=== design 1 ===
Figure 1. Metal 4 (design 1).
Bar = 20 um.
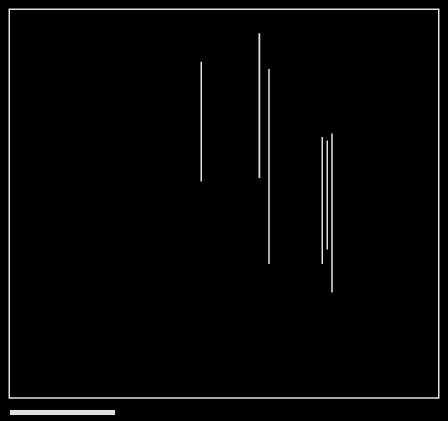

<file path="config.mk">
export PLATFORM = sky130hd
export DESIGN_NAME = hazard_ctrl_seq
export DESIGN_NICKNAME = d
export VERILOG_FILES = /design/src/rtl/hazard_ctrl_seq.sv
export SDC_FILE = /design/constraint.sdc
export NUM_CORES = 1
export LEC_CHECK = 0
export ABC_CLOCK_PERIOD_IN_PS = 2200
export CAP_MARGIN = 20
export CORE_ASPECT_RATIO = 0.9
export CORE_MARGIN = 2
export CORE_UTILIZATION = 50
export DETAILED_ROUTE_END_ITERATION = 10
export DONT_BUFFER_PORTS = 1
export MAX_ROUTING_LAYER = met4
export PLACE_DENSITY = 0.71
export SYNTH_ARGS = -nofsm -noshare
export SYNTH_HDL_FRONTEND = slang
export SYNTH_SLANG_ARGS = --single-unit
</file>
<file path="constraint.sdc">
create_clock -name clk -period 2.2 [get_ports clk]
set_clock_uncertainty 0.1 [all_clocks]
set_input_delay 0.44 -clock clk [delete_from_list [all_inputs] [get_ports clk]]
set_output_delay 0.44 -clock clk [all_outputs]
set_load 0.02 [all_outputs]
</file>
<file path="src/rtl/hazard_ctrl_seq.sv">
// hazard_ctrl_seq
// Sequential hazard controller for the 5-stage pipeline. It drives the flush
// (bubble) and hold (freeze) controls of the pipeline registers and the PC hold.
// The pipeline events it handles are:
//   - ID or EX branch redirects.
//   - Load-use stalls.
//   - Multi-cycle mul/div occupancy of EX.
//   - Data-memory wait states.
//   - Exceptions raised in MEM.
// An exception raised while memory is stalled is held until the stall ends.
// Two saturating counters record stalled cycles and flushed cycles.
//
// Parameters
//   BRANCH_STAGE : 0 = branch resolved in ID, 1 = resolved in EX
//   MULDIV_LAT   : cycles a mul/div occupies EX (2..255)
//   CNT_W        : perf counter width
// Ports
//   clk, rst_n                        : clock, async active-low reset
//   jump, true_branch, loaduse_stall  : redirect / load-use requests
//   muldiv_start                      : mul/div instruction present in EX
//   mem_req, mem_ready                : MEM access valid / access completes
//   exception                         : MEM-stage exception pulse
//   cnt_clr                           : synchronous clear of both counters
//   ifid_flush, idex_flush, exmem_flush                 : bubble insert
//   pc_holdon, ifid_holdon, idex_holdon, exmem_holdon   : register freeze
//   muldiv_done                       : last EX cycle of a mul/div
//   stall_cnt, flush_cnt              : saturating perf counters
module hazard_ctrl_seq #(
  parameter int BRANCH_STAGE = 1,
  parameter int MULDIV_LAT   = 8,
  parameter int CNT_W        = 16
) (
  input  logic             clk,
  input  logic             rst_n,
  input  logic             jump,
  input  logic             true_branch,
  input  logic             loaduse_stall,
  input  logic             muldiv_start,
  input  logic             mem_req,
  input  logic             mem_ready,
  input  logic             exception,
  input  logic             cnt_clr,
  output logic             ifid_flush,
  output logic             idex_flush,
  output logic             exmem_flush,
  output logic             pc_holdon,
  output logic             ifid_holdon,
  output logic             idex_holdon,
  output logic             exmem_holdon,
  output logic             muldiv_done,
  output logic [CNT_W-1:0] stall_cnt,
  output logic [CNT_W-1:0] flush_cnt
);

  typedef enum logic [1:0] {IDLE, MULDIV, MEMWAIT} state_t;

  localparam logic [7:0] MD_LOAD = 8'(MULDIV_LAT - 1);

  state_t           state_q, state_d;
  logic [7:0]       md_cnt_q, md_cnt_d;
  logic             exc_pending_q, exc_pending_d;
  logic [CNT_W-1:0] stall_cnt_q, flush_cnt_q;

  logic mem_stall, exc_take, md_run, md_begin;

  assign mem_stall = mem_req & ~mem_ready;
  assign exc_take  = (exception | exc_pending_q) & ~mem_stall;
  // md_cnt is non-zero only while a mul/div is in flight. This also covers the
  // MEMWAIT release cycle, where the interrupted operation resumes at once so
  // that EX is never overwritten.
  assign md_run    = (state_q == MULDIV) | ((state_q == MEMWAIT) & (md_cnt_q != 8'd0));
  assign md_begin  = ~md_run & muldiv_start;

  // NOTE: every control register, including md_cnt, is asynchronously reset so
  // the pipeline is released the moment rst_n falls, even mid-operation.
  // NOTE: sequential state uses non-blocking assignments only, so that every
  // register samples the pre-edge values.
  always_ff @(posedge clk or negedge rst_n) begin
    if (!rst_n) begin
      state_q       <= IDLE;
      md_cnt_q      <= 8'd0;
      exc_pending_q <= 1'b0;
    end else begin
      state_q       <= state_d;
      md_cnt_q      <= md_cnt_d;
      exc_pending_q <= exc_pending_d;
    end
  end

  // NOTE: each combinational output gets a default before the priority chain.
  // Without the defaults, latches would be inferred.
  always_comb begin
    state_d       = state_q;
    md_cnt_d      = md_cnt_q;
    exc_pending_d = exc_pending_q;
    if (exc_take) begin
      // The exception aborts any mul/div in flight.
      state_d       = IDLE;
      md_cnt_d      = 8'd0;
      exc_pending_d = 1'b0;
    end else if (mem_stall) begin
      // md_cnt is frozen here. A non-zero value records the interrupted mul/div.
      state_d       = MEMWAIT;
      exc_pending_d = exc_pending_q | exception;
    end else if (md_begin) begin
      state_d  = MULDIV;
      md_cnt_d = MD_LOAD;
    end else if (md_run) begin
      md_cnt_d = md_cnt_q - 8'd1;
      state_d  = (md_cnt_q == 8'd1) ? IDLE : MULDIV;
    end else begin
      state_d = IDLE;
    end
  end

  always_comb begin
    ifid_flush   = 1'b0;
    idex_flush   = 1'b0;
    exmem_flush  = 1'b0;
    pc_holdon    = 1'b0;
    ifid_holdon  = 1'b0;
    idex_holdon  = 1'b0;
    exmem_holdon = 1'b0;
    muldiv_done  = 1'b0;
    // Outputs are gated by rst_n so that the pipeline is never frozen or
    // flushed while the controller is held in reset.
    if (rst_n) begin
      if (exc_take) begin
        ifid_flush  = 1'b1;
        idex_flush  = 1'b1;
        exmem_flush = 1'b1;
      end else if (mem_stall) begin
        pc_holdon    = 1'b1;
        ifid_holdon  = 1'b1;
        idex_holdon  = 1'b1;
        exmem_holdon = 1'b1;
      end else if (md_run | md_begin) begin
        pc_holdon   = 1'b1;
        ifid_holdon = 1'b1;
        idex_holdon = 1'b1;
        exmem_flush = 1'b1;
        muldiv_done = md_run & (md_cnt_q == 8'd1);
      end else if ((BRANCH_STAGE == 1) && true_branch) begin
        // An EX redirect squashes the stalled ID instruction, so it wins over
        // the load-use stall.
        ifid_flush = 1'b1;
        idex_flush = 1'b1;
      end else if (loaduse_stall) begin
        pc_holdon   = 1'b1;
        ifid_holdon = 1'b1;
        idex_flush  = 1'b1;
      end else if (jump || ((BRANCH_STAGE == 0) && true_branch)) begin
        ifid_flush = 1'b1;
      end
    end
  end

  always_ff @(posedge clk or negedge rst_n) begin
    if (!rst_n) begin
      stall_cnt_q <= '0;
      flush_cnt_q <= '0;
    end else if (cnt_clr) begin
      stall_cnt_q <= '0;
      flush_cnt_q <= '0;
    end else begin
      if (pc_holdon && !(&stall_cnt_q))
        stall_cnt_q <= stall_cnt_q + 1'b1;
      if ((ifid_flush | idex_flush | exmem_flush) && !(&flush_cnt_q))
        flush_cnt_q <= flush_cnt_q + 1'b1;
    end
  end

  assign stall_cnt = stall_cnt_q;
  assign flush_cnt = flush_cnt_q;

endmodule

</file>
=== design 2 ===
==> src/rtl/csi2_seq_pkg.sv <==
// Shared state encoding and default sizing for the CSI-2 frame sequencer.
package csi2_seq_pkg;

  typedef enum logic [2:0] {
    IDLE,
    LINE_REQ,
    LINE_XFER,
    LINE_GAP,
    FRAME_GAP
  } seq_state_t;

  localparam int SEQ_CNT_W            = 16;
  localparam int SEQ_GAP_W            = 8;
  localparam int SEQ_UNDERRUN_TIMEOUT = 64;
  // Shortest gap a timer can express: a zero load still spends one cycle.
  localparam int SEQ_MIN_GAP          = 1;

endpackage

==> src/rtl/seq_gap_timer.sv <==
// Loadable down-counter; last_o flags the final cycle of a loaded interval.
// A load of 0 or 1 both give a single-cycle interval.
module seq_gap_timer
  import csi2_seq_pkg::*;
#(
  parameter int W = SEQ_CNT_W
) (
  input  logic         clk_i,
  input  logic         rst_i,
  input  logic         clr_i,
  input  logic         load_i,
  input  logic [W-1:0] load_val_i,
  input  logic         dec_i,
  output logic         last_o
);

  logic [W-1:0] cnt_q, cnt_d;

  always_comb begin
    cnt_d = cnt_q;
    if (clr_i) begin
      cnt_d = '0;
    end else if (load_i) begin
      cnt_d = load_val_i;
    end else if (dec_i && (cnt_q != '0)) begin
      cnt_d = cnt_q - W'(1);
    end
  end

  always_ff @(posedge clk_i or posedge rst_i) begin
    if (rst_i) begin
      cnt_q <= '0;
    end else begin
      cnt_q <= cnt_d;
    end
  end

  assign last_o = (cnt_q <= W'(SEQ_MIN_GAP));

endmodule

==> src/rtl/csi2_frame_sequencer.sv <==
// Frame sequencer: requests lines, gates beats to CSI-2 TX with tuser/tlast, adds blanking.
// Data path is combinational (0 cycles); sink backpressure stalls the source and never counts as underrun.
module csi2_frame_sequencer
  import csi2_seq_pkg::*;
#(
  parameter int CNT_W            = SEQ_CNT_W,
  parameter int GAP_W            = SEQ_GAP_W,
  parameter int UNDERRUN_TIMEOUT = SEQ_UNDERRUN_TIMEOUT
) (
  input  logic             dphy_clk_200M,
  input  logic             rst_200mhz,
  input  logic             frame_start,
  input  logic             frame_abort,
  input  logic [CNT_W-1:0] cfg_lines,
  input  logic [CNT_W-1:0] cfg_words,
  input  logic [GAP_W-1:0] cfg_line_gap,
  input  logic [CNT_W-1:0] cfg_frame_gap,
  output logic             line_req,
  input  logic [23:0]      src_tdata,
  input  logic             src_tvalid,
  output logic             src_tready,
  output logic [31:0]      m_axis_tdata,
  output logic             m_axis_tvalid,
  input  logic             m_axis_tready,
  output logic             m_axis_tlast,
  output logic             m_axis_tuser,
  output logic             busy,
  output logic [CNT_W-1:0] line_idx,
  output logic             frame_done,
  output logic             frame_err,
  output logic             err_underrun,
  output logic             err_cfg
);

  localparam int                IDLE_W    = $clog2(UNDERRUN_TIMEOUT + 1);
  localparam logic [IDLE_W-1:0] IDLE_LOAD = IDLE_W'(UNDERRUN_TIMEOUT);

  seq_state_t       state_q, state_d;
  logic [CNT_W-1:0] lines_q, words_q, frame_gap_q;
  logic [GAP_W-1:0] line_gap_q;
  logic [CNT_W-1:0] beat_q, beat_d, line_idx_q, line_idx_d;
  logic             err_underrun_q, err_underrun_d;
  logic             frame_done_q, frame_done_d;
  logic             frame_err_q, frame_err_d;
  logic             err_cfg_q, err_cfg_d;

  logic             xfer, beat_acc, last_beat, last_line, cfg_bad, start_acc;
  logic             gap_load, gap_last, idle_load, idle_last;
  logic [CNT_W-1:0] gap_val;

  assign xfer      = (state_q == LINE_XFER);
  assign cfg_bad   = (cfg_lines == '0) || (cfg_words == '0);
  assign start_acc = (state_q == IDLE) && frame_start && !frame_abort && !cfg_bad;
  assign beat_acc  = m_axis_tvalid && m_axis_tready;
  // Compare against count-1 so a full-scale cfg_words never needs the counter to wrap.
  assign last_beat = (beat_q == words_q - CNT_W'(1));
  assign last_line = (line_idx_q == lines_q - CNT_W'(1));

  always_comb begin
    state_d        = state_q;
    beat_d         = beat_q;
    line_idx_d     = line_idx_q;
    err_underrun_d = err_underrun_q;
    frame_done_d   = 1'b0;
    frame_err_d    = 1'b0;
    err_cfg_d      = 1'b0;
    gap_load       = 1'b0;
    gap_val        = '0;
    idle_load      = 1'b0;

    if (frame_abort) begin
      state_d    = IDLE;
      beat_d     = '0;
      line_idx_d = '0;
    end else begin
      unique case (state_q)
        IDLE: begin
          if (frame_start) begin
            if (cfg_bad) begin
              err_cfg_d = 1'b1;
            end else begin
              state_d        = LINE_REQ;
              err_underrun_d = 1'b0;
              beat_d         = '0;
              line_idx_d     = '0;
            end
          end
        end
        LINE_REQ: begin
          state_d   = LINE_XFER;
          idle_load = 1'b1;
        end
        LINE_XFER: begin
          if (beat_acc) begin
            idle_load = 1'b1;
            if (last_beat) begin
              beat_d     = '0;
              line_idx_d = line_idx_q + CNT_W'(1);
              gap_load   = 1'b1;
              if (last_line) begin
                state_d = FRAME_GAP;
                gap_val = frame_gap_q;
              end else if (line_gap_q == '0) begin
                state_d = LINE_REQ;
              end else begin
                state_d = LINE_GAP;
                gap_val = CNT_W'(line_gap_q);
              end
            end else begin
              beat_d = beat_q + CNT_W'(1);
            end
          end else if (!src_tvalid && idle_last) begin
            state_d        = IDLE;
            err_underrun_d = 1'b1;
            frame_err_d    = 1'b1;
            beat_d         = '0;
            line_idx_d     = '0;
          end
        end
        LINE_GAP: begin
          if (gap_last) state_d = LINE_REQ;
        end
        FRAME_GAP: begin
          if (gap_last) begin
            state_d      = IDLE;
            frame_done_d = 1'b1;
            line_idx_d   = '0;
          end
        end
        default: state_d = IDLE;
      endcase
    end
  end

  always_ff @(posedge dphy_clk_200M or posedge rst_200mhz) begin
    if (rst_200mhz) begin
      state_q        <= IDLE;
      lines_q        <= '0;
      words_q        <= '0;
      line_gap_q     <= '0;
      frame_gap_q    <= '0;
      beat_q         <= '0;
      line_idx_q     <= '0;
      err_underrun_q <= 1'b0;
      frame_done_q   <= 1'b0;
      frame_err_q    <= 1'b0;
      err_cfg_q      <= 1'b0;
    end else begin
      state_q        <= state_d;
      beat_q         <= beat_d;
      line_idx_q     <= line_idx_d;
      err_underrun_q <= err_underrun_d;
      frame_done_q   <= frame_done_d;
      frame_err_q    <= frame_err_d;
      err_cfg_q      <= err_cfg_d;
      if (start_acc) begin
        lines_q     <= cfg_lines;
        words_q     <= cfg_words;
        line_gap_q  <= cfg_line_gap;
        frame_gap_q <= cfg_frame_gap;
      end
    end
  end

  // Line/frame blanking share one timer; the underrun watchdog has its own.
  seq_gap_timer #(.W(CNT_W)) u_gap_timer (
    .clk_i      (dphy_clk_200M),
    .rst_i      (rst_200mhz),
    .clr_i      (frame_abort),
    .load_i     (gap_load),
    .load_val_i (gap_val),
    .dec_i      ((state_q == LINE_GAP) || (state_q == FRAME_GAP)),
    .last_o     (gap_last)
  );

  seq_gap_timer #(.W(IDLE_W)) u_idle_timer (
    .clk_i      (dphy_clk_200M),
    .rst_i      (rst_200mhz),
    .clr_i      (frame_abort),
    .load_i     (idle_load),
    .load_val_i (IDLE_LOAD),
    .dec_i      (xfer && !src_tvalid),
    .last_o     (idle_last)
  );

  assign m_axis_tvalid = src_tvalid && xfer && !frame_abort;
  assign src_tready    = m_axis_tready && xfer && !frame_abort;
  assign m_axis_tdata  = xfer ? {8'h00, src_tdata} : 32'h0;
  assign m_axis_tuser  = m_axis_tvalid && (line_idx_q == '0) && (beat_q == '0);
  assign m_axis_tlast  = m_axis_tvalid && last_beat;
  assign line_req      = (state_q == LINE_REQ) && !frame_abort;
  assign busy          = (state_q != IDLE);
  assign line_idx      = line_idx_q;
  assign frame_done    = frame_done_q;
  assign frame_err     = frame_err_q;
  assign err_underrun  = err_underrun_q;
  assign err_cfg       = err_cfg_q;

endmodule
==> config.mk <==
export PLATFORM = sky130hd
export DESIGN_NAME = csi2_frame_sequencer
export DESIGN_NICKNAME = d
export VERILOG_FILES = /design/src/rtl/csi2_seq_pkg.sv /design/src/rtl/seq_gap_timer.sv /design/src/rtl/csi2_frame_sequencer.sv
export SDC_FILE = /design/constraint.sdc
export NUM_CORES = 1
export LEC_CHECK = 0
export CAP_MARGIN = 20
export CORE_MARGIN = 2
export CORE_UTILIZATION = 48
export DETAILED_ROUTE_END_ITERATION = 8
export MAX_ROUTING_LAYER = met4
export PLACE_DENSITY = 0.76
export SLEW_MARGIN = 20
export SYNTH_ARGS = -nofsm -noshare
export SYNTH_HDL_FRONTEND = slang
export SYNTH_SLANG_ARGS = --single-unit
==> constraint.sdc <==
create_clock -name dphy_clk_200M -period 3.7 [get_ports dphy_clk_200M]
set_input_delay 0.37 -clock dphy_clk_200M [delete_from_list [all_inputs] [get_ports dphy_clk_200M]]
set_output_delay 0.37 -clock dphy_clk_200M [all_outputs]
set_load 0.02 [all_outputs]
=== design 3 ===
`config.mk`:
```
export PLATFORM = sky130hd
export DESIGN_NAME = branch_predictor_flat
export DESIGN_NICKNAME = d
export VERILOG_FILES = /design/src/rtl/branch_predictor_pkg.sv /design/src/rtl/branch_predictor_if.sv /design/src/rtl/branch_predictor_bp_table.sv /design/src/rtl/branch_predictor.sv /design/src/flat_wrapper.sv
export SDC_FILE = /design/constraint.sdc
export NUM_CORES = 2
export LEC_CHECK = 0
export CAP_MARGIN = 0
export CORE_MARGIN = 1
export CORE_UTILIZATION = 45
export CTS_BUF_LIST = sky130_fd_sc_hd__clkbuf_2
export CTS_CLUSTER_SIZE = 28
export DETAILED_ROUTE_END_ITERATION = 10
export GPL_TIMING_DRIVEN = 0
export PLACE_DENSITY_LB_ADDON = 0.12
export SYNTH_ARGS = -nofsm -noshare
export SYNTH_HDL_FRONTEND = slang
export SYNTH_HIERARCHICAL = 1
export SYNTH_SLANG_ARGS = --single-unit
```
`constraint.sdc`:
```
create_clock -name clk -period 42.8 [get_ports clk]
set_input_delay 12.84 -clock clk [delete_from_list [all_inputs] [get_ports clk]]
set_output_delay 12.84 -clock clk [all_outputs]
set_load 0.01 [all_outputs]
```
`src/rtl/branch_predictor_pkg.sv`:
```
// ---------------------------------------------------------------------------
// branch_predictor_pkg
// Shared definitions for the fetch-stage branch predictor: datapath width,
// the 2-bit saturating counter encodings and the saturating step helpers.
// No ports (package).
// ---------------------------------------------------------------------------
package branch_predictor_pkg;

    localparam int XLEN = 32;

    // 2-bit branch history counter; bit 1 is the taken/not-taken prediction
    typedef enum logic [1:0] {
        CTR_STRONG_NT = 2'b00,
        CTR_WEAK_NT   = 2'b01,
        CTR_WEAK_T    = 2'b10,
        CTR_STRONG_T  = 2'b11
    } ctrState_e;

    // Step towards strong-taken, holding at the ceiling
    function automatic logic [1:0] sat_inc2(input logic [1:0] ctr);
        sat_inc2 = (ctr == CTR_STRONG_T) ? CTR_STRONG_T : ctr + 2'b01;
    endfunction

    // Step towards strong-not-taken, holding at the floor
    function automatic logic [1:0] sat_dec2(input logic [1:0] ctr);
        sat_dec2 = (ctr == CTR_STRONG_NT) ? CTR_STRONG_NT : ctr - 2'b01;
    endfunction

endpackage

```
`src/rtl/branch_predictor_if.sv`:
```
// ---------------------------------------------------------------------------
// branch_predictor_if
// Bundles the fetch lookup, decode resolution, redirect and statistics
// signals between the core (master) and the branch predictor (slave).
//   pcF / pred_takenF / pred_targF           : fetch-stage lookup
//   stall, res_*                             : decode-stage resolution
//   mispredict / redirect_pc                 : fetch redirect
//   br_count / mp_count                      : CSR/debug statistics
// ---------------------------------------------------------------------------
interface branch_predictor_if
    import branch_predictor_pkg::*;
#(
    parameter int W = XLEN
);
    logic [W-1:0] pcF;
    logic         pred_takenF;
    logic [W-1:0] pred_targF;
    logic         stall;
    logic         res_valid;
    logic [W-1:0] res_pc;
    logic         res_taken;
    logic [W-1:0] res_targ;
    logic         res_pred_taken;
    logic [W-1:0] res_pred_targ;
    logic         mispredict;
    logic [W-1:0] redirect_pc;
    logic [31:0]  br_count;
    logic [31:0]  mp_count;

    modport master (
        output pcF, stall, res_valid, res_pc, res_taken, res_targ,
               res_pred_taken, res_pred_targ,
        input  pred_takenF, pred_targF, mispredict, redirect_pc,
               br_count, mp_count
    );

    modport slave (
        input  pcF, stall, res_valid, res_pc, res_taken, res_targ,
               res_pred_taken, res_pred_targ,
        output pred_takenF, pred_targF, mispredict, redirect_pc,
               br_count, mp_count
    );

endinterface

```
`src/rtl/branch_predictor_bp_table.sv`:
```
// ---------------------------------------------------------------------------
// bp_table
// Direct-mapped predictor table: per entry a valid bit, tag, branch target
// and 2-bit counter. Two combinational read ports (fetch lookup, and the
// resolving branch so the update logic can see the current entry) and one
// write port. Writes always set valid.
//   clk, rst_n                  : clock, async active-low reset
//   lkIdx_i  -> lk*_o           : fetch lookup read port
//   upIdx_i  -> up*_o           : update-side read port
//   we_i, upIdx_i, wr*_i        : write port (shares the update index)
// ---------------------------------------------------------------------------
module bp_table #(
    parameter int XLEN    = 32,
    parameter int ENTRIES = 16,
    parameter int IDX_W   = $clog2(ENTRIES),
    parameter int TAG_W   = XLEN - IDX_W - 2
) (
    input  logic             clk,
    input  logic             rst_n,
    input  logic [IDX_W-1:0] lkIdx_i,
    output logic             lkValid_o,
    output logic [TAG_W-1:0] lkTag_o,
    output logic [XLEN-1:0]  lkTarg_o,
    output logic [1:0]       lkCtr_o,
    input  logic [IDX_W-1:0] upIdx_i,
    output logic             upValid_o,
    output logic [TAG_W-1:0] upTag_o,
    output logic [XLEN-1:0]  upTarg_o,
    output logic [1:0]       upCtr_o,
    input  logic             we_i,
    input  logic [TAG_W-1:0] wrTag_i,
    input  logic [XLEN-1:0]  wrTarg_i,
    input  logic [1:0]       wrCtr_i
);

    logic             valid_q [ENTRIES];
    logic [TAG_W-1:0] tag_q   [ENTRIES];
    logic [XLEN-1:0]  targ_q  [ENTRIES];
    logic [1:0]       ctr_q   [ENTRIES];

    // Reads see the stored contents only; a same-cycle write is not bypassed
    assign lkValid_o = valid_q[lkIdx_i];
    assign lkTag_o   = tag_q[lkIdx_i];
    assign lkTarg_o  = targ_q[lkIdx_i];
    assign lkCtr_o   = ctr_q[lkIdx_i];

    assign upValid_o = valid_q[upIdx_i];
    assign upTag_o   = tag_q[upIdx_i];
    assign upTarg_o  = targ_q[upIdx_i];
    assign upCtr_o   = ctr_q[upIdx_i];

    // Entry storage: reset leaves every counter weak-not-taken so a freshly
    // allocated branch only needs one resolve to move either way
    always_ff @(posedge clk or negedge rst_n) begin
        if (!rst_n) begin
            for (int i = 0; i < ENTRIES; i++) begin
                valid_q[i] <= 1'b0;
                tag_q[i]   <= '0;
                targ_q[i]  <= '0;
                ctr_q[i]   <= 2'b01;
            end
        end else if (we_i) begin
            valid_q[upIdx_i] <= 1'b1;
            tag_q[upIdx_i]   <= wrTag_i;
            targ_q[upIdx_i]  <= wrTarg_i;
            ctr_q[upIdx_i]   <= wrCtr_i;
        end
    end

endmodule

```
`src/rtl/branch_predictor.sv`:
```
// ---------------------------------------------------------------------------
// branch_predictor
// Fetch-stage predictor and redirect controller. Looks up pcF in the table
// to produce the predicted next PC, compares the decode-stage resolution
// against the prediction carried with the instruction, raises a one-cycle
// mispredict with the correct redirect PC, trains the table, and keeps
// saturating branch / mispredict statistics.
//   clk    : core clock, rising edge
//   rst_n  : asynchronous active-low reset (deassert synchronised here)
//   bus    : branch_predictor_if slave modport (lookup, resolve, redirect,
//            statistics)
// ---------------------------------------------------------------------------
module branch_predictor
    import branch_predictor_pkg::*;
#(
    parameter int ENTRIES = 16
) (
    input  logic                clk,
    input  logic                rst_n,
    branch_predictor_if.slave   bus
);

    localparam int IDX_W = $clog2(ENTRIES);
    localparam int TAG_W = XLEN - IDX_W - 2;

    logic [1:0]       rstSync_q;
    logic             rstInt_n;

    logic             lkValid;
    logic [TAG_W-1:0] lkTag;
    logic [XLEN-1:0]  lkTarg;
    logic [1:0]       lkCtr;
    logic             hitF;

    logic             upValid;
    logic [TAG_W-1:0] upTag;
    logic [XLEN-1:0]  upTarg;
    logic [1:0]       upCtr;
    logic             upHit;
    logic             upd;
    logic             mispredictInt;

    logic             we;
    logic [XLEN-1:0]  wrTarg;
    logic [1:0]       wrCtr;

    logic [31:0]      brCount_q, brCount_d;
    logic [31:0]      mpCount_q, mpCount_d;

    logic             unusedBits;

    // Reset assertion takes effect immediately; release is retimed to clk so
    // the table and counters leave reset on a clean edge
    always_ff @(posedge clk or negedge rst_n) begin
        if (!rst_n) begin
            rstSync_q <= 2'b00;
        end else begin
            rstSync_q <= {rstSync_q[0], 1'b1};
        end
    end

    assign rstInt_n = rstSync_q[1];

    bp_table #(
        .XLEN    (XLEN),
        .ENTRIES (ENTRIES),
        .IDX_W   (IDX_W),
        .TAG_W   (TAG_W)
    ) uTable (
        .clk       (clk),
        .rst_n     (rstInt_n),
        .lkIdx_i   (bus.pcF[IDX_W+1:2]),
        .lkValid_o (lkValid),
        .lkTag_o   (lkTag),
        .lkTarg_o  (lkTarg),
        .lkCtr_o   (lkCtr),
        .upIdx_i   (bus.res_pc[IDX_W+1:2]),
        .upValid_o (upValid),
        .upTag_o   (upTag),
        .upTarg_o  (upTarg),
        .upCtr_o   (upCtr),
        .we_i      (we),
        .wrTag_i   (bus.res_pc[XLEN-1:IDX_W+2]),
        .wrTarg_i  (wrTarg),
        .wrCtr_i   (wrCtr)
    );

    // Fetch lookup: target is exposed on any tag hit, direction from ctr[1]
    assign hitF             = lkValid && (lkTag == bus.pcF[XLEN-1:IDX_W+2]);
    assign bus.pred_takenF  = hitF && lkCtr[1];
    assign bus.pred_targF   = hitF ? lkTarg : '0;

    // Resolution compare; a wrong target only matters when the branch is taken
    assign upd           = bus.res_valid && !bus.stall;
    assign mispredictInt = upd &&
                           ((bus.res_taken != bus.res_pred_taken) ||
                            (bus.res_taken && (bus.res_targ != bus.res_pred_targ)));
    assign bus.mispredict  = mispredictInt;
    assign bus.redirect_pc = bus.res_taken ? bus.res_targ : bus.res_pc + XLEN'(4);

    // Training: a hit steps the counter, a taken miss allocates weak-taken,
    // a not-taken miss leaves the (possibly aliased) entry alone
    assign upHit  = upValid && (upTag == bus.res_pc[XLEN-1:IDX_W+2]);
    assign we     = upd && (upHit || bus.res_taken);
    assign wrTarg = bus.res_taken ? bus.res_targ : upTarg;

    always_comb begin
        wrCtr = CTR_WEAK_T;
        if (upHit) begin
            wrCtr = bus.res_taken ? sat_inc2(upCtr) : sat_dec2(upCtr);
        end
    end

    // Statistics counters stick at all-ones instead of wrapping
    always_comb begin
        brCount_d = brCount_q;
        mpCount_d = mpCount_q;
        if (upd && (brCount_q != 32'hFFFF_FFFF)) begin
            brCount_d = brCount_q + 32'd1;
        end
        if (mispredictInt && (mpCount_q != 32'hFFFF_FFFF)) begin
            mpCount_d = mpCount_q + 32'd1;
        end
    end

    always_ff @(posedge clk or negedge rstInt_n) begin
        if (!rstInt_n) begin
            brCount_q <= '0;
            mpCount_q <= '0;
        end else begin
            brCount_q <= brCount_d;
            mpCount_q <= mpCount_d;
        end
    end

    assign bus.br_count = brCount_q;
    assign bus.mp_count = mpCount_q;

    // Byte-offset bits and the weak/strong half of the fetch counter are
    // never needed
    assign unusedBits = ^{bus.pcF[1:0], bus.res_pc[1:0], lkCtr[0]};

endmodule
```
`src/flat_wrapper.sv`:
```
// flat-port wrapper written by rule: the top's interface ports become plain ports
module branch_predictor_flat import branch_predictor_pkg::*;
#(
    parameter int ENTRIES = 16
)
  (clk, rst_n, bus_pcF, bus_stall, bus_res_valid, bus_res_pc, bus_res_taken, bus_res_targ, bus_res_pred_taken, bus_res_pred_targ, bus_pred_takenF, bus_pred_targF, bus_mispredict, bus_redirect_pc, bus_br_count, bus_mp_count);
  branch_predictor_if bus_i ();
  input  logic clk;
  input  logic rst_n;
  input wire logic [$bits(bus_i.pcF)-1:0] bus_pcF;
  input wire logic [$bits(bus_i.stall)-1:0] bus_stall;
  input wire logic [$bits(bus_i.res_valid)-1:0] bus_res_valid;
  input wire logic [$bits(bus_i.res_pc)-1:0] bus_res_pc;
  input wire logic [$bits(bus_i.res_taken)-1:0] bus_res_taken;
  input wire logic [$bits(bus_i.res_targ)-1:0] bus_res_targ;
  input wire logic [$bits(bus_i.res_pred_taken)-1:0] bus_res_pred_taken;
  input wire logic [$bits(bus_i.res_pred_targ)-1:0] bus_res_pred_targ;
  output wire logic [$bits(bus_i.pred_takenF)-1:0] bus_pred_takenF;
  output wire logic [$bits(bus_i.pred_targF)-1:0] bus_pred_targF;
  output wire logic [$bits(bus_i.mispredict)-1:0] bus_mispredict;
  output wire logic [$bits(bus_i.redirect_pc)-1:0] bus_redirect_pc;
  output wire logic [$bits(bus_i.br_count)-1:0] bus_br_count;
  output wire logic [$bits(bus_i.mp_count)-1:0] bus_mp_count;
  assign bus_i.pcF = bus_pcF;
  assign bus_i.stall = bus_stall;
  assign bus_i.res_valid = bus_res_valid;
  assign bus_i.res_pc = bus_res_pc;
  assign bus_i.res_taken = bus_res_taken;
  assign bus_i.res_targ = bus_res_targ;
  assign bus_i.res_pred_taken = bus_res_pred_taken;
  assign bus_i.res_pred_targ = bus_res_pred_targ;
  assign bus_pred_takenF = bus_i.pred_takenF;
  assign bus_pred_targF = bus_i.pred_targF;
  assign bus_mispredict = bus_i.mispredict;
  assign bus_redirect_pc = bus_i.redirect_pc;
  assign bus_br_count = bus_i.br_count;
  assign bus_mp_count = bus_i.mp_count;
  branch_predictor #(.ENTRIES(ENTRIES)) u_core (.clk(clk), .rst_n(rst_n), .bus(bus_i));
endmodule
```
=== design 4 ===
[src/rtl/vector_writeback_buffer.sv]
// vector_writeback_buffer: in-order result FIFO to the vector RF with bypass register and pending-tag lookup
module vector_writeback_buffer #(
  parameter int VLEN = 128,
  parameter int TAG_WIDTH = 5,
  parameter int DEPTH = 4
) (
  input  logic                       clock,
  input  logic                       reset,
  input  logic                       in_valid,
  input  logic [TAG_WIDTH-1:0]       in_tag,
  input  logic [VLEN-1:0]            in_data,
  output logic                       in_ready,
  output logic                       rf_write_valid,
  output logic [TAG_WIDTH-1:0]       rf_write_tag,
  output logic [VLEN-1:0]            rf_write_data,
  input  logic                       rf_write_ready,
  output logic                       bypass_valid,
  output logic [TAG_WIDTH-1:0]       bypass_tag,
  output logic [VLEN-1:0]            bypass_data,
  input  logic [TAG_WIDTH-1:0]       query_tag,
  output logic                       query_hit,
  output logic [VLEN-1:0]            query_data,
  output logic [$clog2(DEPTH):0]     occupancy
);
  localparam int AW = $clog2(DEPTH);
  localparam logic [AW:0] FULL = (AW+1)'(DEPTH);
  localparam logic [AW:0] CONE = (AW+1)'(1);
  localparam logic [AW-1:0] PONE = AW'(1);
  logic [TAG_WIDTH-1:0] mem_tag [DEPTH];
  logic [VLEN-1:0] mem_data [DEPTH];
  logic [DEPTH-1:0] vld;
  logic [AW-1:0] head, tail, idx;
  logic [AW:0] count;
  logic push, pop;
  assign in_ready = count != FULL;
  assign rf_write_valid = count != '0;
  assign rf_write_tag = mem_tag[head];
  assign rf_write_data = mem_data[head];
  assign occupancy = count;
  assign push = in_valid && in_ready;
  assign pop = rf_write_valid && rf_write_ready;
  always_ff @(posedge clock or posedge reset)
    if (reset) begin
      head <= '0;
      tail <= '0;
      count <= '0;
      vld <= '0;
      bypass_valid <= 1'b0;
      bypass_tag <= '0;
      bypass_data <= '0;
    end else begin
      if (push) begin
        tail <= tail + PONE;
        vld[tail] <= 1'b1;
      end
      if (pop) begin
        head <= head + PONE;
        vld[head] <= 1'b0;
        bypass_valid <= 1'b1;
        bypass_tag <= mem_tag[head];
        bypass_data <= mem_data[head];
      end
      count <= (push && !pop) ? count + CONE : (pop && !push) ? count - CONE : count;
    end
  always_ff @(posedge clock)
    if (push) begin
      mem_tag[tail] <= in_tag;
      mem_data[tail] <= in_data;
    end
  // scan oldest to youngest so the last match wins
  always_comb begin
    query_hit = 1'b0;
    query_data = '0;
    idx = head;
    for (int i = 0; i < DEPTH; i++) begin
      idx = head + AW'(i);
      if (vld[idx] && mem_tag[idx] == query_tag) begin
        query_hit = 1'b1;
        query_data = mem_data[idx];
      end
    end
  end
endmodule

[config.mk]
export PLATFORM = sky130hd
export DESIGN_NAME = vector_writeback_buffer
export DESIGN_NICKNAME = d
export VERILOG_FILES = /design/src/rtl/vector_writeback_buffer.sv
export SDC_FILE = /design/constraint.sdc
export NUM_CORES = 1
export LEC_CHECK = 0
export CORE_ASPECT_RATIO = 2
export CORE_MARGIN = 4
export CORE_UTILIZATION = 40
export CTS_CLUSTER_DIAMETER = 40
export CTS_CLUSTER_SIZE = 10
export DETAILED_ROUTE_END_ITERATION = 6
export PLACE_DENSITY_LB_ADDON = 0.3
export SLEW_MARGIN = 5
export SYNTH_ARGS = -nofsm -noshare
export SYNTH_HDL_FRONTEND = slang
export SYNTH_SLANG_ARGS = --single-unit
export TNS_END_PERCENT = 10
[constraint.sdc]
create_clock -name clock -period 13.68 [get_ports clock]
set_input_delay 2.736 -clock clock [delete_from_list [all_inputs] [get_ports clock]]
set_output_delay 2.736 -clock clock [all_outputs]
set_load 0.03 [all_outputs]

## Gallery

M2 wires.
Plate I
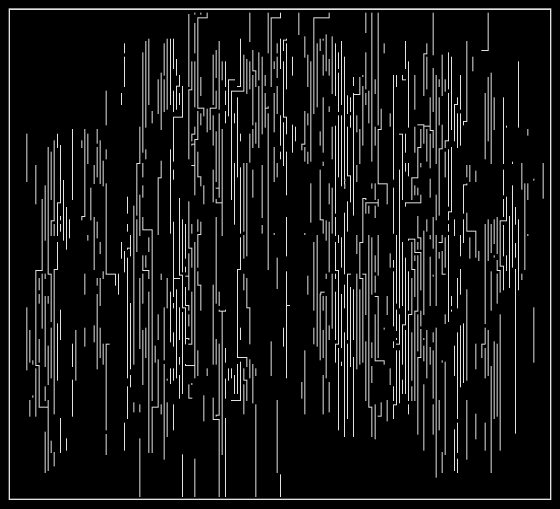
Plate II
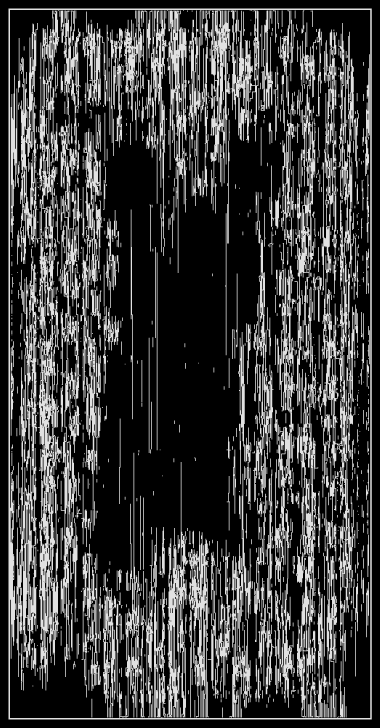
Plate III
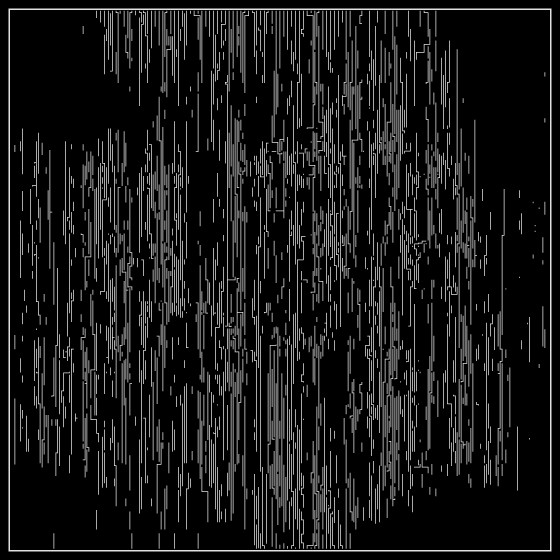
Plate IV
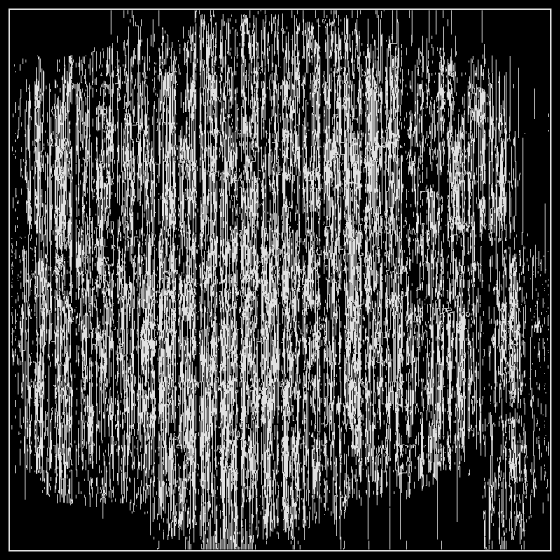
- design 2 = Plate III
- design 1 = Plate I
- design 4 = Plate II
- design 3 = Plate IV

Key to Plate II:
longest straight run: 125 um
main direction: vertical

Figure 2. Metal 4 (design 4).
Bar = 50 um.
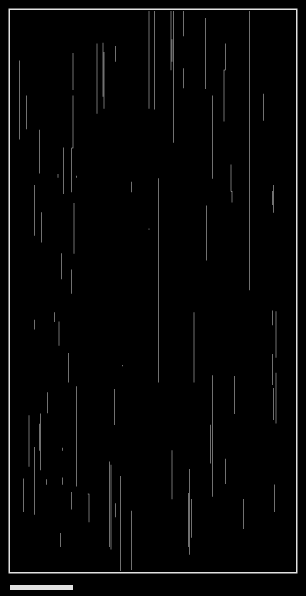
share of all routed wire: 2.6%
nets with wire on the layer: 46
wire length on this layer: 2930 um
longest straight run: 222 um

Figure 3. The metal 3 layer (design 4).
Bar = 50 um. Cells faint in the background.
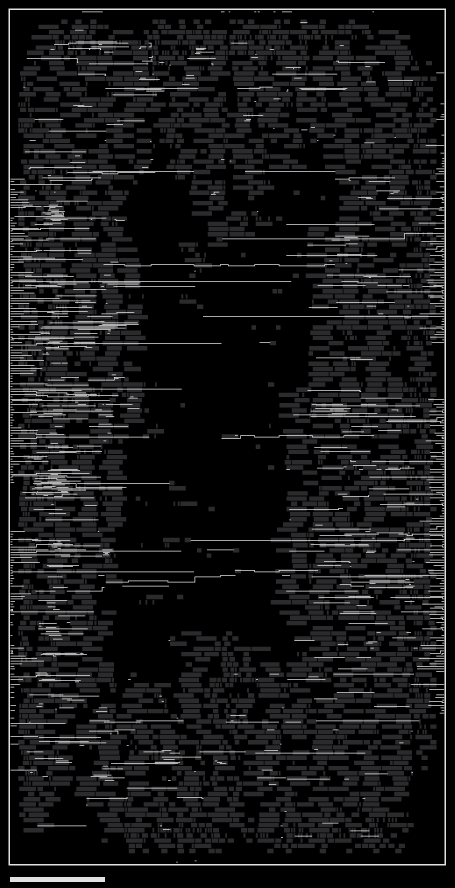
wire length on this layer: 9790 um
main direction: horizontal
nets with wire on the layer: 597
share of all routed wire: 8.5%
longest straight run: 146 um

==> changes_impl.md, design 4 <==
## Flow update

- Result of the run: finished, final reports clean
- Insertion Delay late pin: 0.66 ns
- Buf+Inv Stages, Crit Path: 4
- NetSw: 0.00536 W
- Worst Setup EP: query_data[14]
- Yosys simple share: 6.89%
- Signal inverters: 9
- Congestion Overflow GR: 0
- Gate count of the mapped netlist: 2467
- CTS tree: done
- Total Routing Usage GR: 22.2%
- Worst r2r path cells: 7
- CP startpoint: head[0]$_DFFE_PP0N_
- Async SR Flop Fraction: 21.4%
- Synth flops: 677
- Pre-CTS setup slack: 3.59 ns
- Power share of the clock group: 17.1%
- DR pass1 iterations: 5
- CTS Buf Count: 87
- Hold Vio Cnt, Final: 0
- Hpwl dp: 72900 um
- Number of fillers in the final layout: 8062
- Highest cell delay on the worst timing path: 1.16 ns
- Placed cells: 4034
[design 4: Yosys cell counts (2+ instances only)]
cell type,number,share of area (%)
nand2b_1,3,0.048
nand3b_1,4,0.078
nand4_1,3,0.048
clkbuf_1,85,0.82
a221oi_2,60,2.3
o31ai_2,60,1.9
o31ai_1,64,1.2
nand2_1,538,5.2
o221ai_1,2,0.045
mux4_2,525,31
o211ai_1,4,0.078
buf_4,4,0.078
inv_1,8,0.078
nor2b_1,2,0.032
buf_2,101,1.3
o21ai_0,2,0.026
dfrtp_1,145,9.4
buf_12,7,0.36
ha_1,9,0.29
a221oi_1,64,1.4
o211a_1,2,0.052
and3_1,4,0.065
mux2i_1,12,0.31
a2bb2oi_1,4,0.090
xor2_1,20,0.45
buf_1,38,0.37
buf_6,2,0.058
edfxtp_1,532,41
and2_1,2,0.032
xnor2_1,13,0.29
o32ai_1,3,0.068
nor2_1,128,1.2
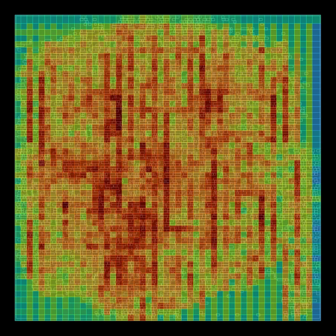
Figure 4: design 3, track usage over the die.
post-detailed-route wirelength per cell: 31.1 um
post-layout util: 51.6%
most utilized layer in the global route result: met2
met3 Usage GRT: 8.54%

==> changes_impl.md, design 3 <==
## Flow update

- Total Routing Usage GR: 31.4%
- Highest cell delay on the worst timing path: 0.96 ns
- Failing checks: capacitance limit, slew limit
- P_seq: 0.00117 W
- Met3 wire len: 16300 um
- Total Wirelength: 195000 um
- Clk_skew: 0.150 ns
- Fin. max-slew vios: 17
- CTS tree: done
- Result of the run: finished, violations left
- CP Cell Sequence: buf_2 -> clkbuf_1 -> buf_2 -> mux4_2 -> a22oi_1 -> nand2_1 -> xnor2_1 -> nand4_1 -> or4_1 -> nor4_4 -> buf_8 -> buf_6 -> clkbuf_1 -> and2_1 -> clkdlybuf4s50_1
- Final nets: 4572
- Post-CTS Hold Fix Bufs: 0
- Area Overhead vs Synth: 13.9%
- Worst setup path class: in -> out
- Met1 GRT Util: 42.3%
- Post-DRT Antenna Nets: 0
- Root Driver: clkbuf_2
- DRC marker count from the first detailed-route iteration: 3158
- DR pass1 iterations: 7
- Seq area share: 40.9%
- Final setup violation count: 0
- Clock-cell share: 3.94%
- Max clock buf depth: 4
- CP startpoint kind: primary input
- Pre-CTS setup slack: 10.73 ns
- # Max-Cap Violations: 2
- Sequential Area: 26100 um2
- CTS Buf Count: 308
## design 3: registers in the layout, indices dropped and copies added, names as in the netlist
signal / flops
u_core/bus.mp_count: 32
u_core/rstSync_q: 2
u_core/uTable/targ_q: 512
u_core/uTable/tag_q: 416
u_core/uTable/ctr_q: 32
u_core/bus.br_count: 32
u_core/uTable/valid_q: 16
## design 3: per-stage QoR
step           instance area, um2  hold WS [ns]  TNS (ns)  std cells  power, W
2_1_floorplan               56000         0.331         0       3842   0.00147
3_3_place_gp                60600         0.335  -2176.09       5738   0.00162
3_5_place_dp                61200         0.317         0       5762   0.00164
4_1_cts                     63800         0.323         0       6272   0.00237
5_1_grt                     63800         0.336         0       6281   0.00246
6_report                    63800         0.304         0       6287   0.00235
## design 3: cell usage in the layout (no fill, tap or decap), types with 36 or more instances in the layout
cell	instances
a22oi_1	242
and2_1	43
buf_2	150
clkbuf_1	168
clkbuf_2	460
clkdlybuf4s50_1	259
clkinv_1	47
dfrtp_1	1025
inv_1	44
mux2_1	41
mux2_2	864
mux2_4	60
mux4_2	484
nand2_1	196
nand3_1	46
nand4_1	36
nor2_1	42
o21ai_0	60
xnor2_1	94
xor2_1	80
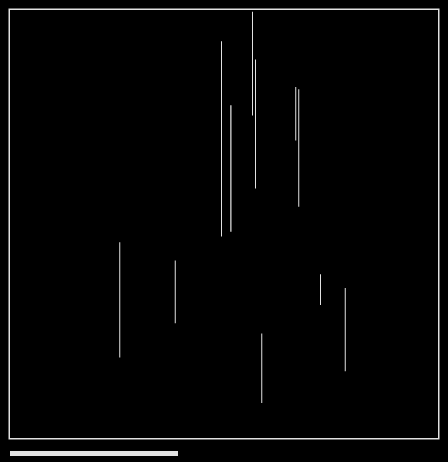
Figure 5: design 2, metal 4.
Bar = 50 um.
nets with wire on the layer: 9
longest straight run: 57.8 um
share of all routed wire: 1.7%
main direction: vertical
wire length on this layer: 320 um

Figure 6. The metal 3 layer (design 2).
Bar = 50 um. Cells faint in the background.
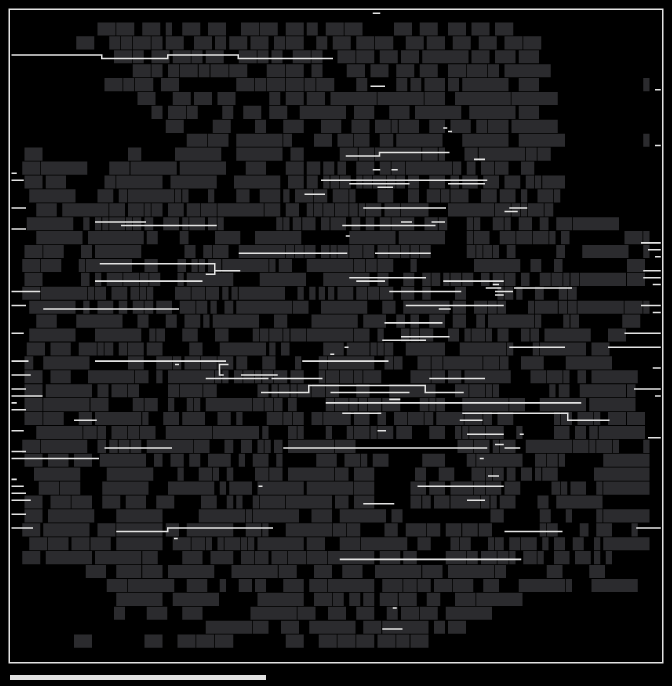
share of all routed wire: 5.2%
wire length on this layer: 994 um
main direction: horizontal

==> changes_impl.md, design 2 <==
## Flow update

- Min Tclk post-route: 3.63 ns
- Floorplan core density: 48.7%
- Metal-1 WL: 8410 um
- Antenna violations before repair: 0
- Clock sink total: 118
- Yosys stat chip area: 7320 um2
- Htree depth: 4
- Multi-input logic area: 4080 um2
- CP startpoint kind: flop
- Comb area share: 42.2%
- PnR worst setup slack: 0.0676 ns
- Result of the run: finished, final reports clean
- Vias in the first global route: 5956
- # Max-Cap Violations: 0
- Non-clock buffer share: 17.0%
- Power share of the clock group: 27.9%
- Most frequent cell after synthesis: dfrtp_1
- Reg power frac: 32.6%
- Port Buffer Count: 135
- Placed cells: 1094
- Yosys simple share: 23.3%
- Most frequent logic cell in the layout: clkdlybuf4s50_1
- Final setup violation count: 0
- Logic power comb: 0.00252 W
- Mux share: 10.2%
- Post-cts resize count: 8
- Signal inverters: 27
- Total Routing Usage GR: 24.7%
- IO Pins: 144
- Largest net degree at the start of global routing: 45
- Async SR Flop Fraction: 100%
- Sw Share: 35.8%
- # Taps: 188
## design 2: state kept, by name, summed over array words and instances (netlist names)
register and cells:
err_cfg 1, line_idx 16, frame_err 1, lines_q 16, beat_q 16, frame_gap_q 16
u_gap_timer.cnt_q 16, words_q 16, u_idle_timer.cnt_q 7, line_gap_q 8, frame_done 1, state_q 3
err_underrun 1
## design 2: worst paths after layout
check / start / to / slack, ns / depth (start not counted)
worst max-delay path: words_q[1]$_DFFE_PP0P_ / line_req / 0.07 / 9
worst min-delay path: rst_200mhz / line_gap_q[7]$_DFFE_PP0P_ / 0.36 / 2
worst max register to register: words_q[1]$_DFFE_PP0P_ / u_gap_timer.cnt_q[8]$_DFFE_PP0P_ / 0.23 / 11
worst min register to register: frame_gap_q[0]$_DFFE_PP0P_ / frame_gap_q[0]$_DFFE_PP0P_ / 0.50 / 1
max in group asynchronous: rst_200mhz / beat_q[6]$_DFFE_PP0P_ / 2.50 / 3
min in group dphy_clk_200M: frame_gap_q[0]$_DFFE_PP0P_ / frame_gap_q[0]$_DFFE_PP0P_ / 0.50 / 1
Figure 7. Met1 routing (design 1).
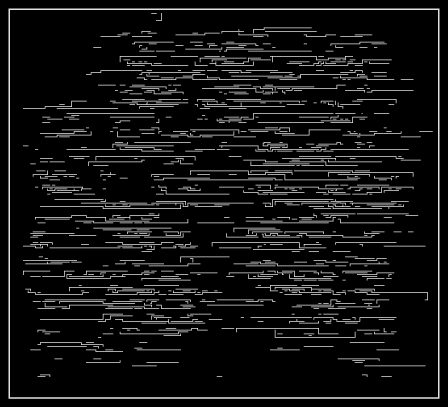
share of all routed wire: 43%
longest straight run: 18.9 um
main direction: horizontal
nets with wire on the layer: 329

About Figure 1:
wire length on this layer: 161 um
main direction: vertical
nets with wire on the layer: 6
longest straight run: 36.7 um

==> changes_impl.md, design 1 <==
## Flow update

- Sequential Area: 1080 um2
- DRC marker count from the first detailed-route iteration: 163
- Most utilized layer in the global route result: met2
- Final setup violation count: 10
- Crit path arrival time: 1.82 ns
- Min-delay worst type: in -> reg
- IO Pins: 50
- PnR worst setup slack: -0.160 ns
- Failing checks: setup timing
- Yosys simple share: 28.8%
- Clock-pin slew on the worst setup and hold paths: 0.08 ns
- Most frequent cell after synthesis: dfrtp_1
- Sequential cell area fraction in the yosys report: 40.0%
- Commonest cells in the netlist: dfrtp_1 (43), a21oi_1 (27), nor2_1 (26), nand2_1 (19), o31ai_1 (16)
- RSZ-0062 raised after global routing: yes
- Worst setup path class: reg -> out
- Reg power frac: 43.4%
- Final nets: 361
- Result of the run: finished, violations left
- R2R setup slack: -0.04 ns
-- design 1: worst max-delay path: stages (launching register included) --
cell and delay, ns:
dfrtp_2 0.43, nor4_4 0.38, buf_4 0.17, a31o_4 0.17, a21o_4 0.28, inv_6 0.09
-- design 1: metrics by stage --
stage	util (%)	setup WS (ns)	cell area (um2)	power [W]	TNS (ns)
6_report	65.1	-0.160	3400	0.00202	-1.03
3_5_place_dp	58.2	-0.0369	3040	0.00131	-0.0520
4_1_cts	62.6	-0.141	3270	0.00195	-0.899
2_1_floorplan	-	-0.0166	2720	0.00118	-0.0391
5_1_grt	65.1	-0.257	3400	0.00211	-2.36
3_3_place_gp	58.2	0.0495	3040	0.00130	0
-- design 1: timing repair --
item,CTS,global route
endpoints found under the hold margin,43,0
hold buffers,2,0
setup endpoints to repair,10,33
buffers inserted,5,5
resized,18,17
pin swaps,14,14
cloned,0,1
-- design 1: cell type report --
cell class / instances / area share [%]
clock inverters: 1 / 0.147
inverters: 9 / 1.14
multi-input cells: 227 / 47.2
repair buffers: 61 / 15.1
well taps: 67 / 2.47
clock buffers: 7 / 2.24
flip-flops and latches: 43 / 31.7


==> gallery <==
Track usage over the die.
panel A
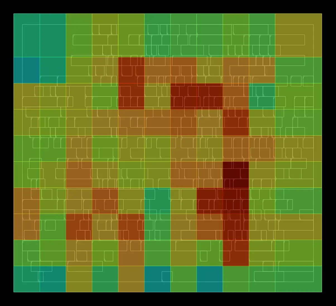
panel B
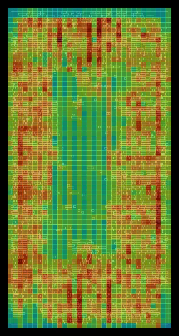
panel C
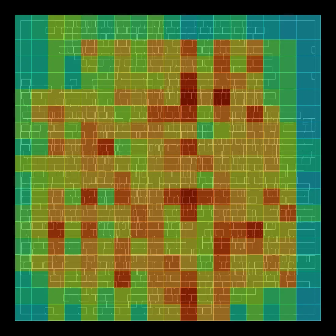
Panel B comes from design 4.
Panel C comes from design 2.
Panel A comes from design 1.

Power figures rest on the tool's default switching activity, not on a simulated workload.
